==================== design 1
[src/rtl/eth_reg_arbiter.sv]
// eth_reg_arbiter: round-robin arbiter and sequencer for the KSZ8851 register-bus
// engine. Grants one requester at a time, drives the engine command, follows the
// engine state back to Wait, returns read data with a one-hot done pulse and
// aborts with an error pulse if the engine hangs.
module eth_reg_arbiter #(
  parameter int NUM_REQ     = 2,
  parameter int TIMEOUT_CYC = 64
) (
  input  logic                  clk40m,
  input  logic                  reset,
  input  logic [NUM_REQ-1:0]    req_valid,
  input  logic [NUM_REQ-1:0]    req_wr,
  input  logic [NUM_REQ-1:0]    req_length,
  input  logic [NUM_REQ*8-1:0]  req_offset,
  input  logic [NUM_REQ*16-1:0] req_wdata,
  output logic [NUM_REQ-1:0]    req_grant,
  output logic [NUM_REQ-1:0]    req_done,
  output logic [15:0]           rsp_rdata,
  output logic                  rsp_err,
  output logic                  busy,
  output logic                  eng_wr,
  output logic                  eng_length,
  output logic [7:0]            eng_offset,
  output logic [15:0]           eng_wdata,
  output logic                  eng_new,
  input  logic [3:0]            eng_state,
  input  logic [15:0]           eng_rdata
);

  localparam int PTR_W = (NUM_REQ > 2) ? 2 : 1;
  localparam int WD_W  = $clog2(TIMEOUT_CYC);

  localparam logic [1:0] IDLE  = 2'd0;
  localparam logic [1:0] ISSUE = 2'd1;
  localparam logic [1:0] BUSY  = 2'd2;
  localparam logic [1:0] DONE  = 2'd3;

  localparam logic [3:0]      ENG_WAIT = 4'h9;
  localparam logic [WD_W-1:0] WD_LAST  = WD_W'(TIMEOUT_CYC - 1);

  logic [1:0]       state;
  logic [PTR_W-1:0] rr_ptr;
  logic [PTR_W-1:0] win;
  logic [WD_W-1:0]  wdog;

  logic [PTR_W-1:0] pick;
  logic             can_grant;
  logic             timeout;
  logic             pick_wr;
  logic             pick_len;
  logic [7:0]       pick_off;
  logic [15:0]      pick_wdata;

  // Next index after p, wrapping at NUM_REQ.
  function automatic logic [PTR_W-1:0] ptr_inc(input logic [PTR_W-1:0] p);
    if (int'(p) >= NUM_REQ - 1) return '0;
    return p + 1'b1;
  endfunction

  // First valid requester at or after p, searching cyclically.
  function automatic logic [PTR_W-1:0] rr_pick(input logic [NUM_REQ-1:0] v,
                                               input logic [PTR_W-1:0]   p);
    logic [PTR_W-1:0] idx;
    logic [PTR_W-1:0] sel;
    logic             found;
    idx   = p;
    sel   = p;
    found = 1'b0;
    for (int j = 0; j < NUM_REQ; j++) begin
      if (!found && v[idx]) begin
        sel   = idx;
        found = 1'b1;
      end
      idx = ptr_inc(idx);
    end
    return sel;
  endfunction

  function automatic logic [NUM_REQ-1:0] onehot(input logic [PTR_W-1:0] w);
    logic [NUM_REQ-1:0] r;
    r = '0;
    for (int i = 0; i < NUM_REQ; i++) begin
      if (w == PTR_W'(i)) r[i] = 1'b1;
    end
    return r;
  endfunction

  // A done pulse still on the bus means the requester has not yet seen it;
  // holding off one cycle keeps its old request from being granted twice.
  assign pick      = rr_pick(req_valid, rr_ptr);
  assign can_grant = (|req_valid) && (eng_state == ENG_WAIT) && !(|req_done);
  assign timeout   = ((state == ISSUE) || (state == BUSY)) && (wdog == WD_LAST);

  // Select the command fields of the requester about to be granted.
  always_comb begin
    pick_wr    = 1'b0;
    pick_len   = 1'b0;
    pick_off   = '0;
    pick_wdata = '0;
    for (int i = 0; i < NUM_REQ; i++) begin
      if (pick == PTR_W'(i)) begin
        pick_wr    = req_wr[i];
        pick_len   = req_length[i];
        pick_off   = req_offset[8*i +: 8];
        pick_wdata = req_wdata[16*i +: 16];
      end
    end
  end

  // Sequencer: grant, issue, track the engine, complete or time out.
  always_ff @(posedge clk40m or negedge reset) begin
    if (!reset) begin
      state      <= IDLE;
      rr_ptr     <= '0;
      win        <= '0;
      wdog       <= '0;
      req_grant  <= '0;
      req_done   <= '0;
      rsp_rdata  <= '0;
      rsp_err    <= 1'b0;
      busy       <= 1'b0;
      eng_wr     <= 1'b0;
      eng_length <= 1'b0;
      eng_offset <= '0;
      eng_wdata  <= '0;
      eng_new    <= 1'b0;
    end else begin
      req_grant <= '0;
      req_done  <= '0;
      rsp_err   <= 1'b0;
      if (timeout) begin
        eng_new  <= 1'b0;
        req_done <= onehot(win);
        rsp_err  <= 1'b1;
        rr_ptr   <= ptr_inc(win);
        busy     <= 1'b0;
        state    <= IDLE;
      end else begin
        case (state)
          IDLE: begin
            if (can_grant) begin
              win        <= pick;
              eng_wr     <= pick_wr;
              eng_length <= pick_len;
              eng_offset <= pick_off;
              eng_wdata  <= pick_wdata;
              req_grant  <= onehot(pick);
              eng_new    <= 1'b1;
              wdog       <= '0;
              busy       <= 1'b1;
              state      <= ISSUE;
            end
          end
          ISSUE: begin
            wdog <= wdog + 1'b1;
            if (eng_state != ENG_WAIT) begin
              eng_new <= 1'b0;
              state   <= BUSY;
            end
          end
          BUSY: begin
            wdog <= wdog + 1'b1;
            if (eng_state == ENG_WAIT) state <= DONE;
          end
          DONE: begin
            if (!eng_wr) rsp_rdata <= eng_rdata;
            req_done <= onehot(win);
            rr_ptr   <= ptr_inc(win);
            busy     <= 1'b0;
            state    <= IDLE;
          end
          default: state <= IDLE;
        endcase
      end
    end
  end

endmodule

[config.mk]
export PLATFORM = sky130hd
export DESIGN_NAME = eth_reg_arbiter
export DESIGN_NICKNAME = d
export VERILOG_FILES = /design/src/rtl/eth_reg_arbiter.sv
export SDC_FILE = /design/constraint.sdc
export NUM_CORES = 1
export LEC_CHECK = 0
export ABC_AREA = 1
export CORE_MARGIN = 1.5
export CORE_UTILIZATION = 43
export CTS_CLUSTER_DIAMETER = 60
export DETAILED_ROUTE_END_ITERATION = 6
export PLACE_DENSITY = 0.82
export SLEW_MARGIN = 10
export SYNTH_ARGS = -nofsm -noshare
export SYNTH_HDL_FRONTEND = slang
export SYNTH_SLANG_ARGS = --single-unit
[constraint.sdc]
create_clock -name clk40m -period 2.3 [get_ports clk40m]
set_input_delay 0.46 -clock clk40m [delete_from_list [all_inputs] [get_ports clk40m]]
set_output_delay 0.46 -clock clk40m [all_outputs]
set_load 0.005 [all_outputs]
==> flow_summary.toml <==
# synthesis and place-and-route metrics
[synthesis]
mux_area_frac = 0
synth-edff-count = 0
netlist_top_cells_count = "nand2_1, dfrtp_1, nand3_1"
async_flop_share = 1.00
synth_nets = 470
synth_area_leader_cell = "dfrtp_1"
ys_sh_simple = 0.383
yosysMostFrequentCell = "nand2_1"
numSynthFlops = 59
ys_sh_xor = 0.00301
netlist.area_leader.share = 0.507
compound_area_frac = 0.0202
synthTopCellsByArea = "dfrtp_1, nand2_1, nand3_1, inv_1, ha_1"
yosysUniqueCellTypes = 24

[cells_and_area]
antenna_cells = 0
mi_logic_area_um2 = 1250
n_fill_cell = 554
drive_gt1_frac = 0.0559

[run]
maxCapViolCount = 0

[sta]
period_needed_ns = 2.01
hold_ws_ns = 0.135

[clocking]
cts_buffer_depth = 2
numCtsBuffers = 9
cts_setup_buffers = 0
cts_hold_buffers = 0

[route]
drt-initial-drc-count = 183
drc = 6
drt_pass1_iterations = 6
wl_met2_um = 3570
vias = 2788
vias_per_cell = 4.68

[setup_path]
start_kind = "register"
crit_type = "register to register"

[global_routing]
antenna_found_initial = 0
grtUsageTotal = 0.213
grt_pass1_wl_um = 12300

[power_and_ir_drop]
leakagePower_nw = 2.29
pg_clk_w = 0.000991
comb_power_w = 0.00201
ir_drop_uv = 549

[hold_path]
hold_path.class = "input pin to asynchronous set/reset pin"

[die]
io_pins = 125
rows = 29
design.core.area_um2 = 6460

[run_status]
violations = "DRC"
status = "finished, violations left"

[placed_design]
dp.cells = 581
## routing by layer
metal | GRT usage | up-vias
li1 | - | 1435
met1 | 0.265 | 1243
met2 | 0.348 | 99
met3 | 0.0593 | 11
met4 | 0.0909 | 0
met5 | 0 | -
## sequential cells by signal, indices dropped and copies added, names as in the netlist, 2 cells and up
signal / cells
eng_wdata: 16
rsp_rdata: 16
eng_offset: 8
wdog: 6
req_done: 2
req_grant: 2
state: 2
## area by class of cell
type | instances | area share
well taps | 77 | 0.0219
multi-input cells | 292 | 0.283
repair buffers | 128 | 0.290
clock inverters | 1 | 0.00682
inverters | 25 | 0.0213
clock buffers | 14 | 0.0415
flip-flops and latches | 59 | 0.335
## worst max-delay path, stage by stage, from the launching register on
cell and delay [ns]:
dfrtp_1 0.40, inv_1 0.09, ha_1 0.36, nand3_1 0.19
inv_1 0.09, nand2_4 0.15, nand4_4 0.12, inv_2 0.36
nand2_1 0.12, nand2_1 0.07
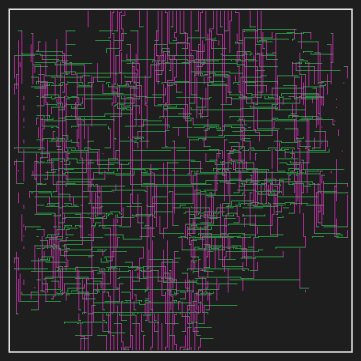
Figure 1: design 1, routed metal, one color a layer.
Drawn at 4 px/um. Only two layers are drawn.
Key: met1 = green [wire length 3050 um]; met2 = magenta [wire length 3570 um]

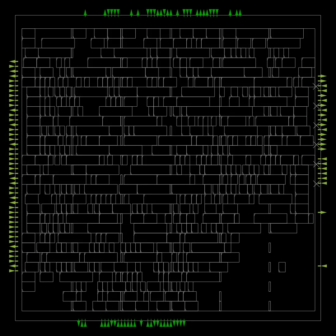
Figure 2: design 1, cell placement.
Final Util: 0.682
Layout Cells excl Fill: 596
Seq area share: 0.335

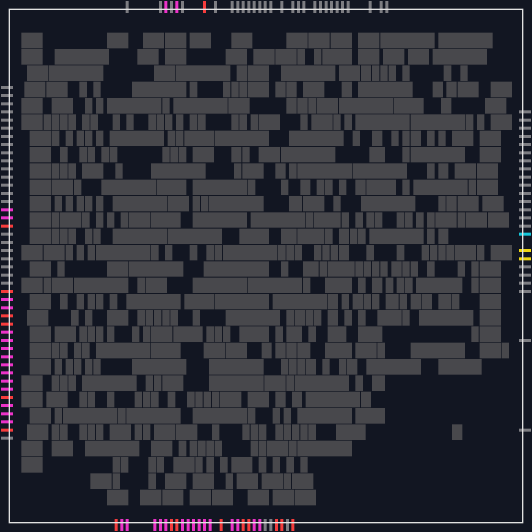
Figure 3: design 1, pin map.
Drawn at 6 px/um. Pins as bars across the die edge, other pins in gray.
Key: `req_valid` = yellow [pins 2, direction input, edge east]; `eng_wdata` = red [pins 16, direction output, edge 9 south, 6 west, 1 north]; `req_wdata` = magenta [pins 32, direction input, edge 15 south, 15 west, 2 north]; `eng_new` = cyan [pins 1, direction output, edge east]


==================== design 2
Figure 4. Met2 routing (design 2).
Drawn at 4 px/um. Cells faint in the background.
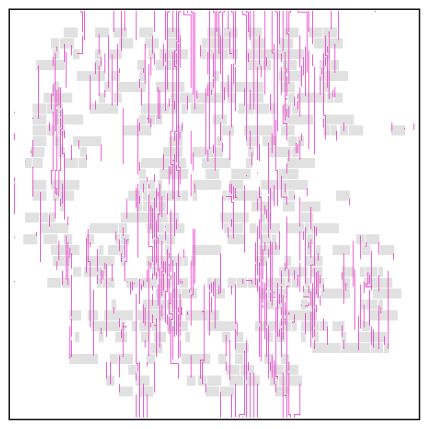
## config.mk

```make
export PLATFORM = sky130hd
export DESIGN_NAME = vga_scan_out
export DESIGN_NICKNAME = d
export VERILOG_FILES = /design/src/rtl/vga_pkg.sv /design/src/rtl/vga_timing_cnt.sv /design/src/rtl/vga_scan_out.sv
export SDC_FILE = /design/constraint.sdc
export NUM_CORES = 1
export LEC_CHECK = 0
export CAP_MARGIN = 25
export CORE_MARGIN = 3
export CORE_UTILIZATION = 28
export CTS_CLUSTER_DIAMETER = 30
export DETAILED_ROUTE_END_ITERATION = 6
export HOLD_SLACK_MARGIN = 0.06
export PLACE_DENSITY_LB_ADDON = 0.15
export SLEW_MARGIN = 0
export SYNTH_ARGS = -nofsm -noshare
export SYNTH_HDL_FRONTEND = slang
export SYNTH_SLANG_ARGS = --single-unit
```

## constraint.sdc

```tcl
create_clock -name clk -period 4.5 [get_ports clk]
set_input_delay 0.45 -clock clk [delete_from_list [all_inputs] [get_ports clk]]
set_output_delay 0.45 -clock clk [all_outputs]
set_load 0.03 [all_outputs]
```

## src/rtl/vga_pkg.sv

```systemverilog
// Shared timing defaults, widths and types for the VGA scan-out path.
// The phase helper lets the horizontal and vertical FSMs share one rule set.
package vga_pkg;

    localparam int DEF_H_ACTIVE = 640;
    localparam int DEF_H_FP     = 16;
    localparam int DEF_H_SYNC   = 96;
    localparam int DEF_H_BP     = 48;
    localparam int DEF_V_ACTIVE = 480;
    localparam int DEF_V_FP     = 10;
    localparam int DEF_V_SYNC   = 2;
    localparam int DEF_V_BP     = 33;

    localparam int DEF_H_TOTAL      = DEF_H_ACTIVE + DEF_H_FP + DEF_H_SYNC + DEF_H_BP;
    localparam int DEF_V_TOTAL      = DEF_V_ACTIVE + DEF_V_FP + DEF_V_SYNC + DEF_V_BP;
    localparam int DEF_H_SYNC_START = DEF_H_ACTIVE + DEF_H_FP;
    localparam int DEF_H_SYNC_END   = DEF_H_SYNC_START + DEF_H_SYNC;
    localparam int DEF_V_SYNC_START = DEF_V_ACTIVE + DEF_V_FP;
    localparam int DEF_V_SYNC_END   = DEF_V_SYNC_START + DEF_V_SYNC;

    localparam int CNT_W    = 10;
    localparam int CNT_MAX  = 1 << CNT_W;
    localparam int RGB_W    = 8;
    localparam int ADDR_H_W = 10;
    localparam int ADDR_V_W = 9;

    typedef struct packed {
        logic [RGB_W-1:0] r;
        logic [RGB_W-1:0] g;
        logic [RGB_W-1:0] b;
    } pixel_t;

    typedef enum logic [1:0] {
        PH_ACT  = 2'd0,
        PH_FPCH = 2'd1,
        PH_SYN  = 2'd2,
        PH_BPCH = 2'd3
    } phase_e;

    // Phase that holds after the counter advances past cnt.
    function automatic phase_e phase_next(input phase_e ph, input logic [CNT_W-1:0] cnt,
                                          input int active, input int fp,
                                          input int sync, input int total);
        phase_e nxt;
        nxt = ph;
        case (ph)
            PH_ACT:  if (cnt == CNT_W'(active - 1))               nxt = PH_FPCH;
            PH_FPCH: if (cnt == CNT_W'(active + fp - 1))          nxt = PH_SYN;
            PH_SYN:  if (cnt == CNT_W'(active + fp + sync - 1))   nxt = PH_BPCH;
            PH_BPCH: if (cnt == CNT_W'(total - 1))                nxt = PH_ACT;
            default: nxt = PH_ACT;
        endcase
        return nxt;
    endfunction

endpackage

```

## src/rtl/vga_timing_cnt.sv

```systemverilog
// Pixel/line counters with wrap logic and the horizontal/vertical phase FSMs.
// Outputs are decoded from the current counter position (no added latency).
module vga_timing_cnt
    import vga_pkg::*;
#(
    parameter int H_ACTIVE = DEF_H_ACTIVE,
    parameter int H_FP     = DEF_H_FP,
    parameter int H_SYNC   = DEF_H_SYNC,
    parameter int H_BP     = DEF_H_BP,
    parameter int V_ACTIVE = DEF_V_ACTIVE,
    parameter int V_FP     = DEF_V_FP,
    parameter int V_SYNC   = DEF_V_SYNC,
    parameter int V_BP     = DEF_V_BP
) (
    input  logic             clk,
    input  logic             rst_n,
    input  logic             i_pix_ce,
    output logic [CNT_W-1:0] o_h_cnt,
    output logic [CNT_W-1:0] o_v_cnt,
    output logic             o_active,
    output logic             o_hsync_raw,
    output logic             o_vsync_raw,
    output logic             o_sof
);

    localparam int H_TOTAL = H_ACTIVE + H_FP + H_SYNC + H_BP;
    localparam int V_TOTAL = V_ACTIVE + V_FP + V_SYNC + V_BP;

    logic [CNT_W-1:0] r_h_cnt;
    logic [CNT_W-1:0] r_v_cnt;
    phase_e           r_h_ph;
    phase_e           r_v_ph;
    phase_e           w_h_ph_nxt;
    phase_e           w_v_ph_nxt;
    logic             w_h_wrap;
    logic             w_v_wrap;

    assign w_h_wrap = (r_h_cnt == CNT_W'(H_TOTAL - 1));
    assign w_v_wrap = (r_v_cnt == CNT_W'(V_TOTAL - 1));

    // NOTE: synchronous reset; every register here is a flop, so all of them get a reset value.
    always_ff @(posedge clk) begin
        if (!rst_n) begin
            r_h_cnt <= '0;
            r_v_cnt <= '0;
            r_h_ph  <= PH_ACT;
            r_v_ph  <= PH_ACT;
        end else if (i_pix_ce) begin
            r_h_cnt <= w_h_wrap ? '0 : r_h_cnt + 1'b1;
            r_h_ph  <= w_h_ph_nxt;
            if (w_h_wrap) begin
                r_v_cnt <= w_v_wrap ? '0 : r_v_cnt + 1'b1;
                r_v_ph  <= w_v_ph_nxt;
            end
        end
    end

    always_comb begin
        w_h_ph_nxt = phase_next(r_h_ph, r_h_cnt, H_ACTIVE, H_FP, H_SYNC, H_TOTAL);
        w_v_ph_nxt = phase_next(r_v_ph, r_v_cnt, V_ACTIVE, V_FP, V_SYNC, V_TOTAL);
    end

    assign o_h_cnt     = r_h_cnt;
    assign o_v_cnt     = r_v_cnt;
    assign o_active    = (r_h_ph == PH_ACT) && (r_v_ph == PH_ACT);
    assign o_hsync_raw = (r_h_ph == PH_SYN);
    assign o_vsync_raw = (r_v_ph == PH_SYN);
    assign o_sof       = (r_h_cnt == '0) && (r_v_cnt == '0);

endmodule

```

## src/rtl/vga_scan_out.sv

```systemverilog
// VGA scan-out: drives frame-memory read address from the timing counters and
// registers the returned pixel plus syncs one pixel tick later.
module vga_scan_out
    import vga_pkg::*;
#(
    parameter int H_ACTIVE = DEF_H_ACTIVE,
    parameter int H_FP     = DEF_H_FP,
    parameter int H_SYNC   = DEF_H_SYNC,
    parameter int H_BP     = DEF_H_BP,
    parameter int V_ACTIVE = DEF_V_ACTIVE,
    parameter int V_FP     = DEF_V_FP,
    parameter int V_SYNC   = DEF_V_SYNC,
    parameter int V_BP     = DEF_V_BP,
    parameter bit SYNC_POL = 1'b0
) (
    input  logic                clk,
    input  logic                rst_n,
    input  logic                pix_ce_i,
    output logic [ADDR_H_W-1:0] raddr_h_o,
    output logic [ADDR_V_W-1:0] raddr_v_o,
    input  logic [3*RGB_W-1:0]  vga_rdata_i,
    output logic [RGB_W-1:0]    vga_r_o,
    output logic [RGB_W-1:0]    vga_g_o,
    output logic [RGB_W-1:0]    vga_b_o,
    output logic                hsync_o,
    output logic                vsync_o,
    output logic                de_o,
    output logic                frame_start_o
);

    localparam int H_TOTAL = H_ACTIVE + H_FP + H_SYNC + H_BP;
    localparam int V_TOTAL = V_ACTIVE + V_FP + V_SYNC + V_BP;

    if (H_TOTAL > CNT_MAX || V_TOTAL > CNT_MAX) begin : g_total_err
        $error("vga_scan_out: H_TOTAL/V_TOTAL exceed the 10-bit counter range");
    end
    if (H_ACTIVE > (1 << ADDR_H_W) || V_ACTIVE > (1 << ADDR_V_W)) begin : g_addr_err
        $error("vga_scan_out: active area exceeds the read-address range");
    end
    if (H_ACTIVE < 1 || H_FP < 1 || H_SYNC < 1 || H_BP < 1 ||
        V_ACTIVE < 1 || V_FP < 1 || V_SYNC < 1 || V_BP < 1) begin : g_phase_err
        $error("vga_scan_out: every timing phase must be at least one unit long");
    end

    logic [CNT_W-1:0] w_h_cnt;
    logic [CNT_W-1:0] w_v_cnt;
    logic             w_active;
    logic             w_hsync_raw;
    logic             w_vsync_raw;
    logic             w_sof;

    pixel_t r_pix;
    logic   r_hsync;
    logic   r_vsync;
    logic   r_de;
    logic   r_frame_start;

    vga_timing_cnt #(
        .H_ACTIVE (H_ACTIVE),
        .H_FP     (H_FP),
        .H_SYNC   (H_SYNC),
        .H_BP     (H_BP),
        .V_ACTIVE (V_ACTIVE),
        .V_FP     (V_FP),
        .V_SYNC   (V_SYNC),
        .V_BP     (V_BP)
    ) u_timing (
        .clk         (clk),
        .rst_n       (rst_n),
        .i_pix_ce    (pix_ce_i),
        .o_h_cnt     (w_h_cnt),
        .o_v_cnt     (w_v_cnt),
        .o_active    (w_active),
        .o_hsync_raw (w_hsync_raw),
        .o_vsync_raw (w_vsync_raw),
        .o_sof       (w_sof)
    );

    // Address is parked at (0,0) in blanking so it never leaves the 640x480 memory.
    assign raddr_h_o = w_active ? w_h_cnt[ADDR_H_W-1:0] : '0;
    assign raddr_v_o = w_active ? w_v_cnt[ADDR_V_W-1:0] : '0;

    always_ff @(posedge clk) begin
        if (!rst_n) begin
            r_pix         <= '0;
            r_hsync       <= ~SYNC_POL;
            r_vsync       <= ~SYNC_POL;
            r_de          <= 1'b0;
            r_frame_start <= 1'b0;
        end else begin
            // Cleared on every clk so the pulse lasts one clk even at reduced pixel rate.
            r_frame_start <= 1'b0;
            if (pix_ce_i) begin
                r_pix         <= w_active ? pixel_t'(vga_rdata_i) : '0;
                r_hsync       <= w_hsync_raw ? SYNC_POL : ~SYNC_POL;
                r_vsync       <= w_vsync_raw ? SYNC_POL : ~SYNC_POL;
                r_de          <= w_active;
                r_frame_start <= w_sof;
            end
        end
    end

    assign vga_r_o       = r_pix.r;
    assign vga_g_o       = r_pix.g;
    assign vga_b_o       = r_pix.b;
    assign hsync_o       = r_hsync;
    assign vsync_o       = r_vsync;
    assign de_o          = r_de;
    assign frame_start_o = r_frame_start;

endmodule

```

==> flow_summary.toml <==
# synthesis and place-and-route metrics
[run_status]
status = "finished clean"

[cells_and_area]
mi_logic_area_um2 = 1400
seq_share = 0.300
area_growth_pct = 34.0
postLayoutCellArea_um2 = 3470
buffer_area_frac = 0.213
regArea_um2 = 1040
mostFrequentLayoutCells = "clkdlybuf4s50_1, dfxtp_1, a21oi_1, nand3_1, nand2b_1"
signal_buffers = 75
layout_top_cell = "clkdlybuf4s50_1"
comb_cells = 223

[die]
dieHeight_um = 102
io_pins = 74
initCoreUtil = 0.293
rows = 34
die_area_um2 = 10400

[global_routing]
grt_pass1_vias = 2270
antenna_found_initial = 0
grtUsageTotal = 0.129
overflow = 0

[synthesis]
mux_area_frac = 0.0116
ys_seq_frac = 0.402
synth-edff-count = 0
ys_cells = 311
synth.avg_cell_area_um2 = 8.33
compound_area_frac = 0.0961
synthCells = 311
synth_area_um2 = 2590
synth.logic.top_family = "simple AND/OR/NAND/NOR gates"

[power_and_ir_drop]
internal-power_w = 0.000652
p_sw_frac = 0.277
pg_clk_w = 0.000287
power_density_nw_per_um2 = 260
maxPowerGroup = "sequential cells"

[setup_path]
cpPeakStageDelay_ns = 0.68
rr_worst_depth = 6
ff2ff_setup_slack_ns = 2.13
start_kind = "register"
cp-end-kind = "output pin"
cp_top_family = "buffers and inverters"
required_ns = 4.05
cp.depth = 4
r2r_end = "u_timing.r_v_ph[1]"
regToRegStartpoint = "u_timing.o_v_cnt[0]"
crit_end = "raddr_h_o[1]"
cp.buffers_inverters = 2

[route]
vias = 2306
drt-initial-drc-count = 117
drt_pass1_iterations = 4
detail-route-antenna-nets = 0
vias_per_cell = 4.79
finalWirelength_um = 6800

[clocking]
htree_levels = 2
cts_buffer_depth = 2
cts-resized-gates = 0
clkSinkCount = 52
cts_tree = "built"

[run]
tool_warnings = 35

[sta]
setup_ws_ns = 1.74
setup_viol = 0
rsz0062_at_grt = "no"
period_needed_ns = 2.76
finalHoldViolCount = 0

[placed_design]
port_buffers = 73
dp.cells = 473
About Figure 4:
327 nets have wire on it. The layer carries 3360 um of wire. The wires run mostly vertical. The longest straight run is 41.0 um.

[registers in the layout, summed over array words and instances, names as in the netlist]
signal / count
vga_r_o: 8
u_timing.r_h_ph: 2
vga_g_o: 8
hsync_o: 1
frame_start_o: 1
u_timing.o_h_cnt: 10
u_timing.o_v_cnt: 10
vga_b_o: 8
de_o: 1
u_timing.r_v_ph: 2
vsync_o: 1
[cells in the mapped netlist (3+ instances only)]
cell / number / area (um2)
dfxtp_1: 52 / 1040
a21oi_1: 27 / 135
nand3_1: 27 / 135
nand2b_1: 25 / 156
and3_1: 21 / 131
nor2_1: 21 / 78.8
nand2_1: 19 / 71.3
clkbuf_1: 17 / 63.8
inv_1: 14 / 52.6
ha_1: 13 / 163
nand4_1: 10 / 62.6
xnor2_1: 9 / 78.8
xor2_1: 8 / 70.1
o21ai_0: 6 / 30.0
nor4_1: 4 / 25.0
buf_2: 3 / 15.0
mux2i_1: 3 / 30.0
nand4b_1: 3 / 26.3
nor3_1: 3 / 15.0
or3_1: 3 / 18.8
[metal layers]
layer  GRT usage  vias to the layer above  routed length (um)
li1            -                     1191                   -
met1       0.169                     1072                3160
met2       0.222                       39                3360
met3      0.0232                        4                 223
met4      0.0272                        0                  55
met5           0                        -                   0

==================== design 3
Figure 5. Routed metal, one color a layer (design 3).
Drawn at 3 px/um. Only two layers are drawn.
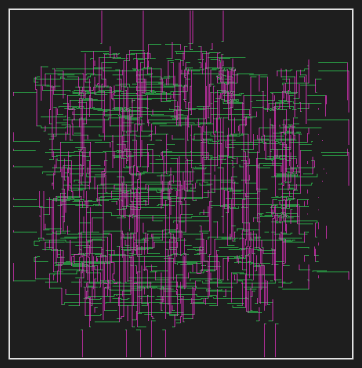
Figure 6. Zoomed window (design 3).
Window x 37 to 77, y 38 to 78 um. Cells in gray, sequential cells in the stronger gray; small squares are vias.
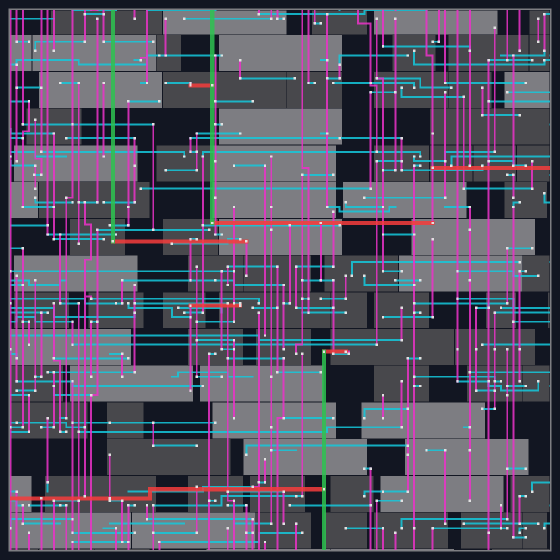
--- config.mk ---
export PLATFORM = sky130hd
export DESIGN_NAME = cmd_bus_master
export DESIGN_NICKNAME = d
export VERILOG_FILES = /design/src/rtl/bus_pkg.sv /design/src/rtl/cmd_req_fifo.sv /design/src/rtl/cmd_bus_master.sv
export SDC_FILE = /design/constraint.sdc
export NUM_CORES = 1
export LEC_CHECK = 0
export ABC_CLOCK_PERIOD_IN_PS = 5100
export CAP_MARGIN = 20
export CORE_AREA = 8 8 106 108
export CTS_BUF_LIST = sky130_fd_sc_hd__clkbuf_4 sky130_fd_sc_hd__clkbuf_8 sky130_fd_sc_hd__clkbuf_16
export CTS_CLUSTER_SIZE = 10
export DETAILED_ROUTE_END_ITERATION = 7
export DIE_AREA = 0 0 114 116
export GPL_TIMING_DRIVEN = 1
export PLACE_DENSITY = 0.78
export SYNTH_ARGS = -nofsm -noshare
export SYNTH_HDL_FRONTEND = slang
export SYNTH_SLANG_ARGS = --single-unit
--- constraint.sdc ---
create_clock -name clk -period 5.1 [get_ports clk]
set_input_delay 1.02 -clock clk [delete_from_list [all_inputs] [get_ports clk]]
set_output_delay 1.02 -clock clk [all_outputs]
set_load 0.1 [all_outputs]
--- src/rtl/bus_pkg.sv ---
// Shared types for the cmd/adr/data bus master: request record, FSM states, NOP code.
package bus_pkg;

  localparam logic [3:0] CMD_NOP = 4'd0;

  typedef struct packed {
    logic [3:0] cmd;
    logic [3:0] adr;
    logic [3:0] data;
    logic [3:0] len;
  } bus_req_t;

  typedef enum logic [1:0] {
    IDLE  = 2'd0,
    DRIVE = 2'd1,
    GAP   = 2'd2
  } bus_mst_state_e;

  // Beat field for beat i of a burst; wraps modulo 16 by construction.
  function automatic logic [3:0] beat_field(input logic [3:0] base, input logic [3:0] i);
    return base + i;
  endfunction

endpackage

--- src/rtl/cmd_req_fifo.sv ---
// Synchronous request FIFO; pointers carry an extra wrap bit to tell full from empty.
module cmd_req_fifo
  import bus_pkg::*;
#(
  parameter int DEPTH = 4
) (
  input  logic     clk,
  input  logic     rst,
  input  logic     push,
  input  logic     pop,
  input  bus_req_t wdata,
  output logic     full,
  output logic     empty,
  output bus_req_t rdata
);

  localparam int AW = $clog2(DEPTH);

  bus_req_t       mem_r [DEPTH];
  logic [AW:0]    wr_ptr_r;
  logic [AW:0]    rd_ptr_r;
  logic           push_ok_s;
  logic           pop_ok_s;

  assign empty     = (wr_ptr_r == rd_ptr_r);
  assign full      = (wr_ptr_r[AW] != rd_ptr_r[AW]) && (wr_ptr_r[AW-1:0] == rd_ptr_r[AW-1:0]);
  assign push_ok_s = push && !full;
  assign pop_ok_s  = pop && !empty;
  assign rdata     = mem_r[rd_ptr_r[AW-1:0]];

  // Pointer and storage update; reset flushes every entry.
  always_ff @(posedge clk or posedge rst) begin
    if (rst) begin
      wr_ptr_r <= '0;
      rd_ptr_r <= '0;
      for (int i = 0; i < DEPTH; i++) begin
        mem_r[i] <= '0;
      end
    end else begin
      if (push_ok_s) begin
        mem_r[wr_ptr_r[AW-1:0]] <= wdata;
        wr_ptr_r <= wr_ptr_r + {{AW{1'b0}}, 1'b1};
      end
      if (pop_ok_s) begin
        rd_ptr_r <= rd_ptr_r + {{AW{1'b0}}, 1'b1};
      end
    end
  end

endmodule

--- src/rtl/cmd_bus_master.sv ---
// Bus master: queues valid/ready requests and replays them as registered bursts with an idle gap.
module cmd_bus_master #(
  parameter int DEPTH = 4,
  parameter int GAP   = 0,
  parameter int CNT_W = 16
) (
  input  logic             clk,
  input  logic             rst,
  input  logic             req_valid,
  output logic             req_ready,
  input  logic [3:0]       req_cmd,
  input  logic [3:0]       req_adr,
  input  logic [3:0]       req_data,
  input  logic [3:0]       req_len,
  output logic [3:0]       cmd,
  output logic [3:0]       adr,
  output logic [3:0]       data,
  output logic             busy,
  output logic [CNT_W-1:0] issued_count
);

  import bus_pkg::*;

  localparam logic [3:0] GAP_LAST = (GAP > 0) ? 4'(GAP - 1) : 4'd0;

  bus_mst_state_e   state_r, state_s;
  bus_req_t         cur_r;
  bus_req_t         wdata_s;
  bus_req_t         rdata_s;
  logic [3:0]       beat_r, beat_s;
  logic [3:0]       gap_r, gap_s;
  logic [3:0]       cmd_r, adr_r, data_r;
  logic [3:0]       cmd_s, adr_s, data_s;
  logic [CNT_W-1:0] issued_r;
  logic             full_s, empty_s, push_s, pop_s, issue_s;

  assign wdata_s      = {req_cmd, req_adr, req_data, req_len};
  assign push_s       = req_valid && !full_s;
  assign req_ready    = !full_s;
  assign busy         = !empty_s || (state_r != IDLE);
  assign cmd          = cmd_r;
  assign adr          = adr_r;
  assign data         = data_r;
  assign issued_count = issued_r;

  cmd_req_fifo #(.DEPTH(DEPTH)) u_fifo (
    .clk   (clk),
    .rst   (rst),
    .push  (push_s),
    .pop   (pop_s),
    .wdata (wdata_s),
    .full  (full_s),
    .empty (empty_s),
    .rdata (rdata_s)
  );

  // Next state, beat/gap counters and pop decision.
  always_comb begin
    state_s = state_r;
    beat_s  = beat_r;
    gap_s   = gap_r;
    pop_s   = 1'b0;
    case (state_r)
      IDLE: begin
        if (!empty_s) begin
          pop_s   = 1'b1;
          state_s = DRIVE;
          beat_s  = 4'd0;
        end else begin
          state_s = IDLE;
        end
      end
      DRIVE: begin
        if (beat_r == cur_r.len) begin
          if (GAP > 0) begin
            state_s = bus_pkg::GAP;
            gap_s   = GAP_LAST;
          end else if (!empty_s) begin
            pop_s  = 1'b1;
            beat_s = 4'd0;
          end else begin
            state_s = IDLE;
          end
        end else begin
          beat_s = beat_r + 4'd1;
        end
      end
      bus_pkg::GAP: begin
        if (gap_r == 4'd0) begin
          if (!empty_s) begin
            pop_s   = 1'b1;
            state_s = DRIVE;
            beat_s  = 4'd0;
          end else begin
            state_s = IDLE;
          end
        end else begin
          gap_s = gap_r - 4'd1;
        end
      end
      default: begin
        state_s = IDLE;
      end
    endcase
  end

  // Bus beat for the current cycle; NOP beats and non-DRIVE states put 0/0/0 on the bus.
  always_comb begin
    issue_s = (state_r == DRIVE) && (cur_r.cmd != CMD_NOP);
    if (issue_s) begin
      cmd_s  = cur_r.cmd;
      adr_s  = beat_field(cur_r.adr, beat_r);
      data_s = beat_field(cur_r.data, beat_r);
    end else begin
      cmd_s  = 4'd0;
      adr_s  = 4'd0;
      data_s = 4'd0;
    end
  end

  // State, counters, current request and registered bus outputs.
  always_ff @(posedge clk or posedge rst) begin
    if (rst) begin
      state_r  <= IDLE;
      cur_r    <= '0;
      beat_r   <= 4'd0;
      gap_r    <= 4'd0;
      cmd_r    <= 4'd0;
      adr_r    <= 4'd0;
      data_r   <= 4'd0;
      issued_r <= '0;
    end else begin
      state_r <= state_s;
      beat_r  <= beat_s;
      gap_r   <= gap_s;
      cmd_r   <= cmd_s;
      adr_r   <= adr_s;
      data_r  <= data_s;
      if (pop_s) begin
        cur_r <= rdata_s;
      end
      if (issue_s) begin
        issued_r <= issued_r + CNT_W'(1);
      end
    end
  end

endmodule

==> flow_summary.toml <==
# synthesis and place-and-route metrics
[synthesis]
compound_area_frac = 0.0233
netlist.area_leader.share = 0.555
ys_seq_frac = 0.555
numSynthFlops = 119
async_flop_share = 1.00
ys_cells = 348
yosys_warnings = 0

[cells_and_area]
final_cell_count_no_fill = 553
utilization = 0.679
largest_register_ffs = 64
layout_top_cell = "dfrtp_1"

[run_status]
status = "finished clean"

[setup_path]
regToRegStartpoint = "beat_r[0]"
rr_worst_depth = 4
start_kind = "register"
crit_arrival_ns = 2.81
cp_top_family = "buffers and inverters"

[global_routing]
antenna_found_initial = 0

[sta]
tightest_slew_ns = 0.983
drv_slew = 0

[route]
vias_per_cell = 5.41

[clocking]
cts-resized-gates = 0
About Figure 5:
Key: met1 = green [wire length 4220 um]; met2 = magenta [wire length 4950 um]
gr usage total: 0.163
wire length per cell: 17.8 um

About Figure 6:
Key: met4 = green; met2 = magenta; met1 = cyan; met3 = red
Most frequent: dfrtp_1 (24), mux2_2 (18). Netlist names of flops here include `u_fifo.mem_r` (13), `cur_r` (9). Sequential cells in the window: 24. 77 logic cells have their middle in the window.

==> per-layer routing <==
| metal | share of wire | vias up | GRT usage | routed length [um] |
|---|---|---|---|---|
| met5 | 0 | - | 0 | 0 |
| met4 | 0.012 | 0 | 0.0630 | 115 |
| met3 | 0.053 | 12 | 0.0521 | 523 |
| met2 | 0.50 | 74 | 0.272 | 4950 |
| met1 | 0.43 | 1535 | 0.194 | 4220 |
| li1 | - | 1372 | - | - |
==> cell type report <==
| type | instances | share of cell area |
|---|---|---|
| tap | 133 | 0.0257 |
| sequential | 119 | 0.459 |
| timing repair buffer | 52 | 0.0787 |
| clock inverter | 14 | 0.0232 |
| inverter | 6 | 0.00386 |
| clock buffer | 18 | 0.0660 |
| multi-input combinational | 211 | 0.343 |

==================== design 4
===== config.mk =====
export PLATFORM = sky130hd
export DESIGN_NAME = fifo_reader
export DESIGN_NICKNAME = d
export VERILOG_FILES = /design/src/rtl/fifo_reader.sv
export SDC_FILE = /design/constraint.sdc
export NUM_CORES = 1
export LEC_CHECK = 0
export CORE_ASPECT_RATIO = 1.25
export CORE_MARGIN = 5
export CORE_UTILIZATION = 49
export DETAILED_ROUTE_END_ITERATION = 10
export GPL_ROUTABILITY_DRIVEN = 1
export PLACE_DENSITY = 0.79
export SYNTH_ARGS = -nofsm -noshare
export SYNTH_HDL_FRONTEND = slang
export SYNTH_SLANG_ARGS = --single-unit

===== constraint.sdc =====
create_clock -name clk_i -period 2.5 [get_ports clk_i]
set_input_delay 0.25 -clock clk_i [delete_from_list [all_inputs] [get_ports clk_i]]
set_output_delay 0.25 -clock clk_i [all_outputs]
set_load 0.01 [all_outputs]

===== src/rtl/fifo_reader.sv =====
// Pop-side engine: drains a show-ahead FIFO into a 2-entry output buffer and
// presents the words on a valid/ready stream; flush discards pending FIFO words.
module fifo_reader #(
  parameter int BITS  = 32,
  parameter int CNT_W = 16
) (
  input  logic             clk_i,
  input  logic             rst_i,
  input  logic             en_i,
  input  logic             flush_i,
  input  logic             fifo_pnding_i,
  input  logic [BITS-1:0]  fifo_data_i,
  output logic             fifo_pop_o,
  output logic [BITS-1:0]  data_o,
  output logic             valid_o,
  input  logic             ready_i,
  output logic             busy_o,
  output logic [CNT_W-1:0] word_cnt_o,
  output logic             flush_done_o
);

  // state | meaning
  // IDLE  | no new pops; buffered words may still drain downstream
  // RUN   | pop FIFO whenever the output buffer has room
  // FLUSH | pop and discard until the FIFO reports empty
  typedef enum logic [1:0] {IDLE, RUN, FLUSH} state_t;

  state_t            state;
  logic [BITS-1:0]   buf0, buf1;
  logic [1:0]        occ;
  logic [CNT_W-1:0]  cnt;
  logic              done;

  logic              hs, wr, flush_entry;
  logic [BITS-1:0]   buf0_n, buf1_n;
  logic [1:0]        occ_n;

  always_comb begin
    fifo_pop_o = 1'b0;
    if (!rst_i) begin
      case (state)
        RUN:     fifo_pop_o = fifo_pnding_i && (occ != 2'd2);
        FLUSH:   fifo_pop_o = fifo_pnding_i;
        default: fifo_pop_o = 1'b0;
      endcase
    end
  end

  assign valid_o     = (occ != 2'd0);
  assign hs          = valid_o && ready_i;
  assign wr          = fifo_pop_o && (state == RUN);
  assign flush_entry = flush_i && (state != FLUSH);

  // buf0 is always the head; buf1 only holds the second word when occ==2
  always_comb begin
    buf0_n = buf0;
    buf1_n = buf1;
    occ_n  = occ;
    if (flush_entry) begin
      occ_n = 2'd0;
    end else begin
      case (occ)
        2'd0: begin
          if (wr) begin
            buf0_n = fifo_data_i;
            occ_n  = 2'd1;
          end
        end
        2'd1: begin
          if (hs && wr) begin
            buf0_n = fifo_data_i;
          end else if (hs) begin
            occ_n = 2'd0;
          end else if (wr) begin
            buf1_n = fifo_data_i;
            occ_n  = 2'd2;
          end
        end
        default: begin
          if (hs) begin
            buf0_n = buf1;
            occ_n  = 2'd1;
          end
        end
      endcase
    end
  end

  always_ff @(posedge clk_i) begin
    if (rst_i) begin
      state <= IDLE;
      buf0  <= '0;
      buf1  <= '0;
      occ   <= 2'd0;
      cnt   <= '0;
      done  <= 1'b0;
    end else begin
      buf0 <= buf0_n;
      buf1 <= buf1_n;
      occ  <= occ_n;
      done <= 1'b0;
      if (hs && (cnt != {CNT_W{1'b1}})) begin
        cnt <= cnt + CNT_W'(1);
      end
      case (state)
        IDLE: begin
          if (flush_i)   state <= FLUSH;
          else if (en_i) state <= RUN;
        end
        RUN: begin
          if (flush_i)    state <= FLUSH;
          else if (!en_i) state <= IDLE;
        end
        FLUSH: begin
          if (!fifo_pnding_i) begin
            state <= IDLE;
            done  <= 1'b1;
          end
        end
        default: state <= IDLE;
      endcase
    end
  end

  assign data_o       = buf0;
  assign busy_o       = (state != IDLE) || (occ != 2'd0);
  assign word_cnt_o   = cnt;
  assign flush_done_o = done;

endmodule


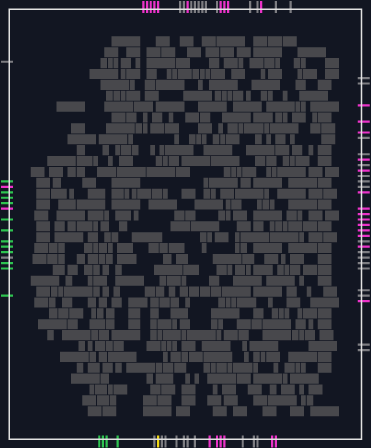
Figure 7: design 4, pin map.
Drawn at 4 px/um. Pins as bars across the die edge, other pins in gray.
Key: `fifo_data_i` = magenta [pins 32, direction input, edge 14 east, 10 north, 6 south, 2 west]; `fifo_pnding_i` = yellow [pins 1, direction input, edge south]; `word_cnt_o` = green [pins 16, direction output, edge 12 west, 4 south]

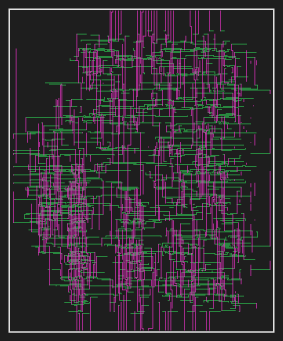
Figure 8: design 4, routed metal, one color a layer.
Drawn at 3 px/um. Only two layers are drawn.
Key: met2 = magenta [wire length 4480 um]; met1 = green [wire length 3840 um]

kinds of logic (layout without fill, tap and decap cells):
group,Yosys count,count (layout),synth area share
DFF,85,85,0.460
adders and majority gates,4,4,0.0135
muxes,41,41,0.113
and+or+nand+nor,165,165,0.206
AOI/OAI and AO/OA,99,99,0.169
buffers and inverters,35,119,0.0386
worst reg2reg max path, delay by kind of cell (launching register included):
family	cells	cell delay, ns
and+or+nand+nor	2	0.39
DFF	1	0.39
AOI/OAI and AO/OA	2	0.49
buffers and inverters	2	0.43
adders and majority gates	1	0.30
final timing paths:
path                                from  depth (start not counted)         end
worst max register to register  state[0]                          7   data_o[4]
worst min register to register   buf1[5]                          2     buf1[5]
worst min-delay path               rst_i                          2     buf1[4]
worst max-delay path            state[0]                          5  fifo_pop_o
area by class of cell:
type / instances / area [um2] / area share
multi-input combinational: 309 / 1850 / 0.383
sequential: 85 / 1700 / 0.352
timing repair buffer: 99 / 961 / 0.199
clock buffer: 10 / 138 / 0.0285
tap: 92 / 115 / 0.0238
clock inverter: 6 / 52.6 / 0.0109
inverter: 4 / 15.0 / 0.00310
==> flow_summary.toml <==
# synthesis and place-and-route metrics
[setup_path]
slowest_stage = "clkdlybuf4s50_1"
crit_type = "register to output pin"
required_ns = 2.25
crit_arrival_ns = 1.94

[run_status]
status = "finished clean"

[power_and_ir_drop]
power.share.clock = 0.377
power_density_nw_per_um2 = 511
pg_clk_w = 0.000933
p_seq_frac = 0.552

[sta]
fin_crit_sh = 0.875
setup_ws_ns = 0.312
hold_ws_ns = 0.294

[clocking]
htree_levels = 3
clk_pin_slew_worst_paths_ns = 0.09
cts-resized-gates = 0
clkSinkCount = 85
clk_latency_ns = 0.36
cts_setup_buffers = 0

[global_routing]
antenna_found_initial = 0
grtUsageTotal = 0.192

[synthesis]
synthCells = 429
numSynthFlops = 85
async_flop_share = 0

[die]
rows = 35

[placed_design]
dp.cells = 589

[cells_and_area]
layout.nets = 550

[hold_path]
hold_path.class = "input pin to register"

[route]
wl_met1_um = 3840

[run]
tool_warnings = 28

==================== design 5
## src/rtl/orv64_magicmem_req_bridge.sv

```systemverilog
// orv64_magicmem_req_bridge
//   Feeds the magic-memory OURSBUS target. Core requests are queued in a small FIFO and
//   issued one at a time on the ob_* port; each issued request is held stable until the
//   target pulses ob_resp. The captured read data / error is returned on a valid/ready
//   response channel.
//
// Optional feature: define ORV64_MM_BRIDGE_TIMEOUT_EN to abort an issued request after
//   TIMEOUT_CYCLES cycles without ob_resp (resp_err=1, resp_rdata=0).
//
// Ports
//   clk, rst                   clock, synchronous active-high reset
//   req_valid/req_ready        core request handshake (req_ready = FIFO not full)
//   req_rwn/req_addr/req_wdata request payload (1=read); top 6 addr bits replaced by OB_ID
//   resp_valid/resp_ready      response handshake
//   resp_rdata/resp_err        read data (0 for writes/timeouts) and error
//   ob_req/ob_rwn/ob_addr/ob_wdata  registered request to the target
//   ob_rdata/ob_resp/ob_resp_err    target response, valid with the 1-cycle ob_resp pulse
//   spurious_resp              sticky flag: ob_resp seen while no request was outstanding

module orv64_magicmem_req_bridge #(
   parameter int unsigned PHY_ADDR_WIDTH = 56,
   parameter int unsigned FIFO_DEPTH     = 2,
   parameter logic [5:0]  OB_ID          = 6'h2A,
   parameter int unsigned TIMEOUT_CYCLES = 64
) (
   input  logic                      clk,
   input  logic                      rst,
   input  logic                      req_valid,
   output logic                      req_ready,
   input  logic                      req_rwn,
   input  logic [PHY_ADDR_WIDTH-1:0] req_addr,
   input  logic [63:0]               req_wdata,
   output logic                      resp_valid,
   input  logic                      resp_ready,
   output logic [63:0]               resp_rdata,
   output logic                      resp_err,
   output logic                      ob_req,
   output logic                      ob_rwn,
   output logic [PHY_ADDR_WIDTH-1:0] ob_addr,
   output logic [63:0]               ob_wdata,
   input  logic [63:0]               ob_rdata,
   input  logic                      ob_resp,
   input  logic                      ob_resp_err,
   output logic                      spurious_resp
);

   localparam int unsigned PtrW = (FIFO_DEPTH > 1) ? $clog2(FIFO_DEPTH) : 1;
   localparam int unsigned LowW = PHY_ADDR_WIDTH - 6;
   localparam logic [PtrW:0] FullCnt = FIFO_DEPTH[PtrW:0];

   typedef enum logic [1:0] {StIdle, StIssue, StResp} state_e;

   // ---------------------------------------------------------------------------------------
   // Request FIFO. Only the low address bits are stored; the top bits become OB_ID on issue.
   // ---------------------------------------------------------------------------------------
   logic [LowW-1:0] fifo_addr  [FIFO_DEPTH];
   logic [63:0]     fifo_wdata [FIFO_DEPTH];
   logic            fifo_rwn   [FIFO_DEPTH];
   logic [PtrW-1:0] wr_ptr, rd_ptr;
   logic [PtrW:0]   count;
   logic            full, empty, push, pop;

   assign full      = (count == FullCnt);
   assign empty     = (count == '0);
   // A full FIFO refuses a push even when a pop happens in the same cycle.
   assign req_ready = !full;
   assign push      = req_valid && !full;

   logic unused_addr_hi;
   assign unused_addr_hi = ^req_addr[PHY_ADDR_WIDTH-1 -: 6];

   always_ff @(posedge clk) begin
      if (rst) begin
         wr_ptr <= '0;
         rd_ptr <= '0;
         count  <= '0;
      end else begin
         if (push) wr_ptr <= wr_ptr + 1'b1;
         if (pop)  rd_ptr <= rd_ptr + 1'b1;
         case ({push, pop})
            2'b10:   count <= count + 1'b1;
            2'b01:   count <= count - 1'b1;
            default: ;
         endcase
      end
   end

   always_ff @(posedge clk) begin
      if (push) begin
         fifo_addr[wr_ptr]  <= req_addr[LowW-1:0];
         fifo_wdata[wr_ptr] <= req_wdata;
         fifo_rwn[wr_ptr]   <= req_rwn;
      end
   end

   // ---------------------------------------------------------------------------------------
   // Issue FSM
   // ---------------------------------------------------------------------------------------
   state_e                    state_q, state_d;
   logic                      ob_req_d, ob_rwn_d;
   logic [PHY_ADDR_WIDTH-1:0] ob_addr_d;
   logic [63:0]               ob_wdata_d;
   logic                      resp_valid_d, resp_err_d;
   logic [63:0]               resp_rdata_d;
   logic                      spurious_d;
   logic                      timed_out;

`ifdef ORV64_MM_BRIDGE_TIMEOUT_EN
   localparam int unsigned TmoW = $clog2(TIMEOUT_CYCLES + 1);
   localparam logic [TmoW-1:0] TmoLast = TmoW'(TIMEOUT_CYCLES - 1);

   logic [TmoW-1:0] tmo_cnt;

   // Held at zero outside ISSUE, so it starts from zero on every ISSUE entry.
   always_ff @(posedge clk) begin
      if (rst || state_q != StIssue) tmo_cnt <= '0;
      else                           tmo_cnt <= tmo_cnt + 1'b1;
   end

   assign timed_out = (tmo_cnt == TmoLast);
`else
   logic unused_timeout;
   assign unused_timeout = (TIMEOUT_CYCLES != 0);
   assign timed_out      = 1'b0;
`endif

   always_comb begin
      state_d      = state_q;
      pop          = 1'b0;
      ob_req_d     = ob_req;
      ob_rwn_d     = ob_rwn;
      ob_addr_d    = ob_addr;
      ob_wdata_d   = ob_wdata;
      resp_valid_d = resp_valid;
      resp_rdata_d = resp_rdata;
      resp_err_d   = resp_err;
      // Any response pulse without an outstanding request is flagged, never captured.
      spurious_d   = spurious_resp || (ob_resp && state_q != StIssue);

      unique case (state_q)
         StIdle: begin
            if (!empty) begin
               pop        = 1'b1;
               ob_req_d   = 1'b1;
               ob_rwn_d   = fifo_rwn[rd_ptr];
               ob_addr_d  = {OB_ID, fifo_addr[rd_ptr]};
               ob_wdata_d = fifo_wdata[rd_ptr];
               state_d    = StIssue;
            end
         end
         StIssue: begin
            // ob_resp takes priority over a timeout expiring in the same cycle.
            if (ob_resp) begin
               ob_req_d     = 1'b0;
               resp_valid_d = 1'b1;
               resp_rdata_d = ob_rwn ? ob_rdata : 64'h0;
               resp_err_d   = ob_resp_err;
               state_d      = StResp;
            end else if (timed_out) begin
               ob_req_d     = 1'b0;
               resp_valid_d = 1'b1;
               resp_rdata_d = 64'h0;
               resp_err_d   = 1'b1;
               state_d      = StResp;
            end
         end
         StResp: begin
            if (resp_ready) begin
               resp_valid_d = 1'b0;
               state_d      = StIdle;
            end
         end
         default: state_d = StIdle;
      endcase
   end

   always_ff @(posedge clk) begin
      if (rst) begin
         state_q       <= StIdle;
         ob_req        <= 1'b0;
         ob_rwn        <= 1'b0;
         ob_addr       <= '0;
         ob_wdata      <= '0;
         resp_valid    <= 1'b0;
         resp_rdata    <= '0;
         resp_err      <= 1'b0;
         spurious_resp <= 1'b0;
      end else begin
         state_q       <= state_d;
         ob_req        <= ob_req_d;
         ob_rwn        <= ob_rwn_d;
         ob_addr       <= ob_addr_d;
         ob_wdata      <= ob_wdata_d;
         resp_valid    <= resp_valid_d;
         resp_rdata    <= resp_rdata_d;
         resp_err      <= resp_err_d;
         spurious_resp <= spurious_d;
      end
   end

endmodule

```

## config.mk

```make
export PLATFORM = sky130hd
export DESIGN_NAME = orv64_magicmem_req_bridge
export DESIGN_NICKNAME = d
export VERILOG_FILES = /design/src/rtl/orv64_magicmem_req_bridge.sv
export SDC_FILE = /design/constraint.sdc
export NUM_CORES = 1
export LEC_CHECK = 0
export CAP_MARGIN = 25
export CORE_MARGIN = 2
export CORE_UTILIZATION = 53
export DETAILED_ROUTE_END_ITERATION = 12
export PLACE_DENSITY_LB_ADDON = 0.08
export SETUP_SLACK_MARGIN = 0.1
export SLEW_MARGIN = 30
export SYNTH_ARGS = -nofsm -noshare
export SYNTH_HDL_FRONTEND = slang
export SYNTH_SLANG_ARGS = --single-unit
export TNS_END_PERCENT = 20
```

## constraint.sdc

```tcl
create_clock -name clk -period 8.1 [get_ports clk]
set_clock_uncertainty 0.1 [all_clocks]
set_input_delay 1.62 -clock clk [delete_from_list [all_inputs] [get_ports clk]]
set_output_delay 1.62 -clock clk [all_outputs]
set_load 0.02 [all_outputs]
```

==> flow_summary.toml <==
# synthesis and place-and-route metrics
[run_status]
status = "finished clean"

[cells_and_area]
inverters = 1
regArea_um2 = 10700
area_growth_pct = 34.8
largest_cell_class = "registers"
reg_top3 = "fifo_wdata x128, fifo_addr x100"
comb_area_share = 0.190
seq_share = 0.529
layout.nets = 1625

[route]
drc = 0
vias = 10100
dr_wl_met3_um = 3860
vias_per_cell = 5.47

[global_routing]
use_met1 = 0.285
grt_use_met2 = 0.433
grt_pass1_vias = 9813
grt_start_max_net_pins = 114
grt_pass1_wl_um = 55800
grt_busiest_layer = "met2"

[hold_path]
min_from = "resp_rdata[20]"
whs_endpoint = "resp_rdata[20]"

[synthesis]
yosys_warnings = 0
netlist_top_cells_count = "edfxtp_1, dfxtp_1, a21oi_1"
synthTopCellsByArea = "edfxtp_1, dfxtp_1, mux2i_1, a21oi_1, a211oi_1"
synth_area_leader_cell = "edfxtp_1"
yosysUniqueCellTypes = 31

[power_and_ir_drop]
total_power_w = 0.00668
comb_power_w = 0.00201
p_comb_frac = 0.300
maxPowerGroup = "sequential cells"
power.share.clock = 0.278
p_sw_frac = 0.322
switchingPower_w = 0.00215

[clocking]
cts_root_buffer = "clkbuf_16"
numCtsBuffers = 42
cts_buffer_depth = 3
clk_latency_ns = 0.54
cts_tree = "built"

[sta]
period_needed_ns = 3.85
fin_tns_setup_ns = 0
timing.slew.headroom = 0.334
drv_slew = 0
fin_crit_sh = 0.475

[setup_path]
crit_arrival_ns = 2.13
cp-end-kind = "output pin"
crit_type = "register to output pin"
r2r_end = "ob_wdata[5]"

[placed_design]
gp_congestion = 0.759
dp.cells = 1766

[die]
initCoreUtil = 0.540
==> cells by family (layout without fill, tap and decap cells) <==
group,count (synthesis),after routing,share of synthesized area
AND-OR/OR-AND,308,308,0.129
XOR/XNOR,2,2,0.00117
adder cells (fa/ha/maj),1,1,0.000832
buffers and inverters,99,464,0.0328
flip-flops,420,420,0.712
multiplexers,115,115,0.0766
other,1,6,0.000249
AND/OR/NAND/NOR,153,153,0.0467
==> cell usage in the layout, fill, tap and decap left out, types with 5 or more instances in the layout <==
cell	Yosys	final
nand3_1	64	64
clkdlybuf4s50_1	0	370
edfxtp_1	230	230
nor2_1	9	9
clkbuf_1	37	18
mux2i_1	115	115
a211oi_1	95	95
clkbuf_16	0	42
clkinv_2	0	5
dfxtp_1	190	188
a211oi_2	20	20
nand2_1	67	67
a21oi_1	187	187
buf_4	15	11
==> metrics by stage <==
stage          setup WS (ns)  instance area (um2)  hold WS [ns]  utilization
2_1_floorplan           3.19                15000         0.380            -
3_3_place_gp            3.79                18800         0.339        0.677
3_5_place_dp            4.00                18900         0.342        0.678
4_1_cts                 4.23                20200         0.351        0.726
5_1_grt                 4.12                20300         0.361        0.727
6_report                4.25                20300         0.349        0.727
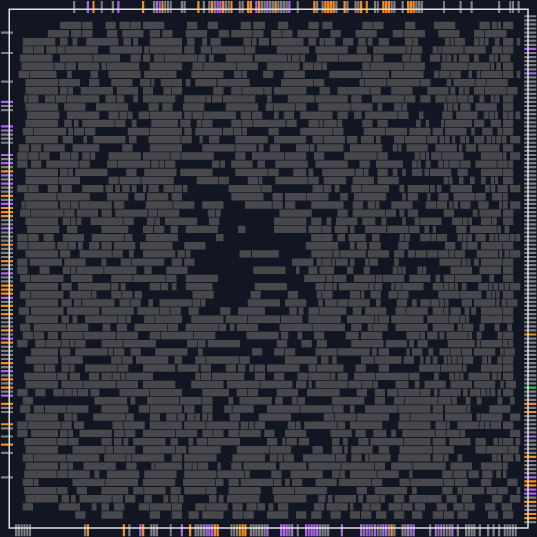
Figure 9: design 5, pin map.
Drawn at 3 px/um. Pins as bars across the die edge, other pins in gray.
Key: `ob_resp_err` = green [pins 1, direction input, edge east]; `ob_wdata` = orange [pins 64, direction output, edge 25 north, 20 west, 10 south, 9 east]; `ob_addr` = purple [pins 56, direction output, edge 27 south, 14 west, 9 north, 6 east]
All pins by edge: 125 east, 96 south, 80 west, 80 north.
IO buf count: 371
die height: 172 um
Chip Width: 172 um

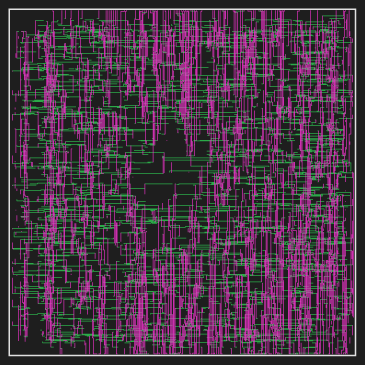
Figure 10: design 5, routed metal, one color a layer.
Drawn at 2 px/um. Only two layers are drawn.
Key: met1 = green [wire length 14000 um]; met2 = magenta [wire length 19500 um]



==> screenshots <==
Cell placement.
picture 1
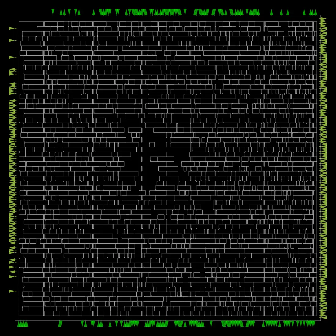
picture 2
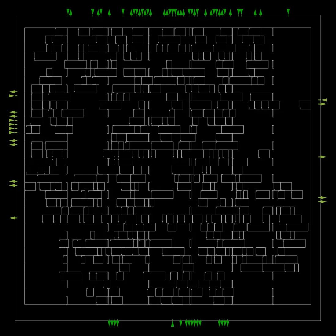
picture 3
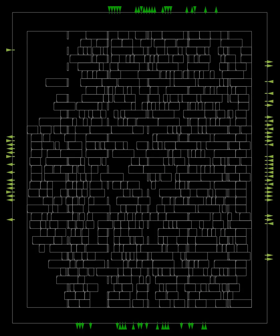
picture 4
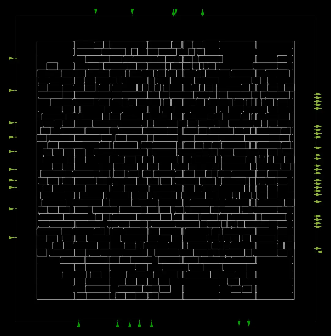
- design 3 = picture 4
- design 4 = picture 3
- design 5 = picture 1
- design 2 = picture 2
Of these, most cells: picture 1

No activity file was given, so power comes from the tool's default toggle rates.
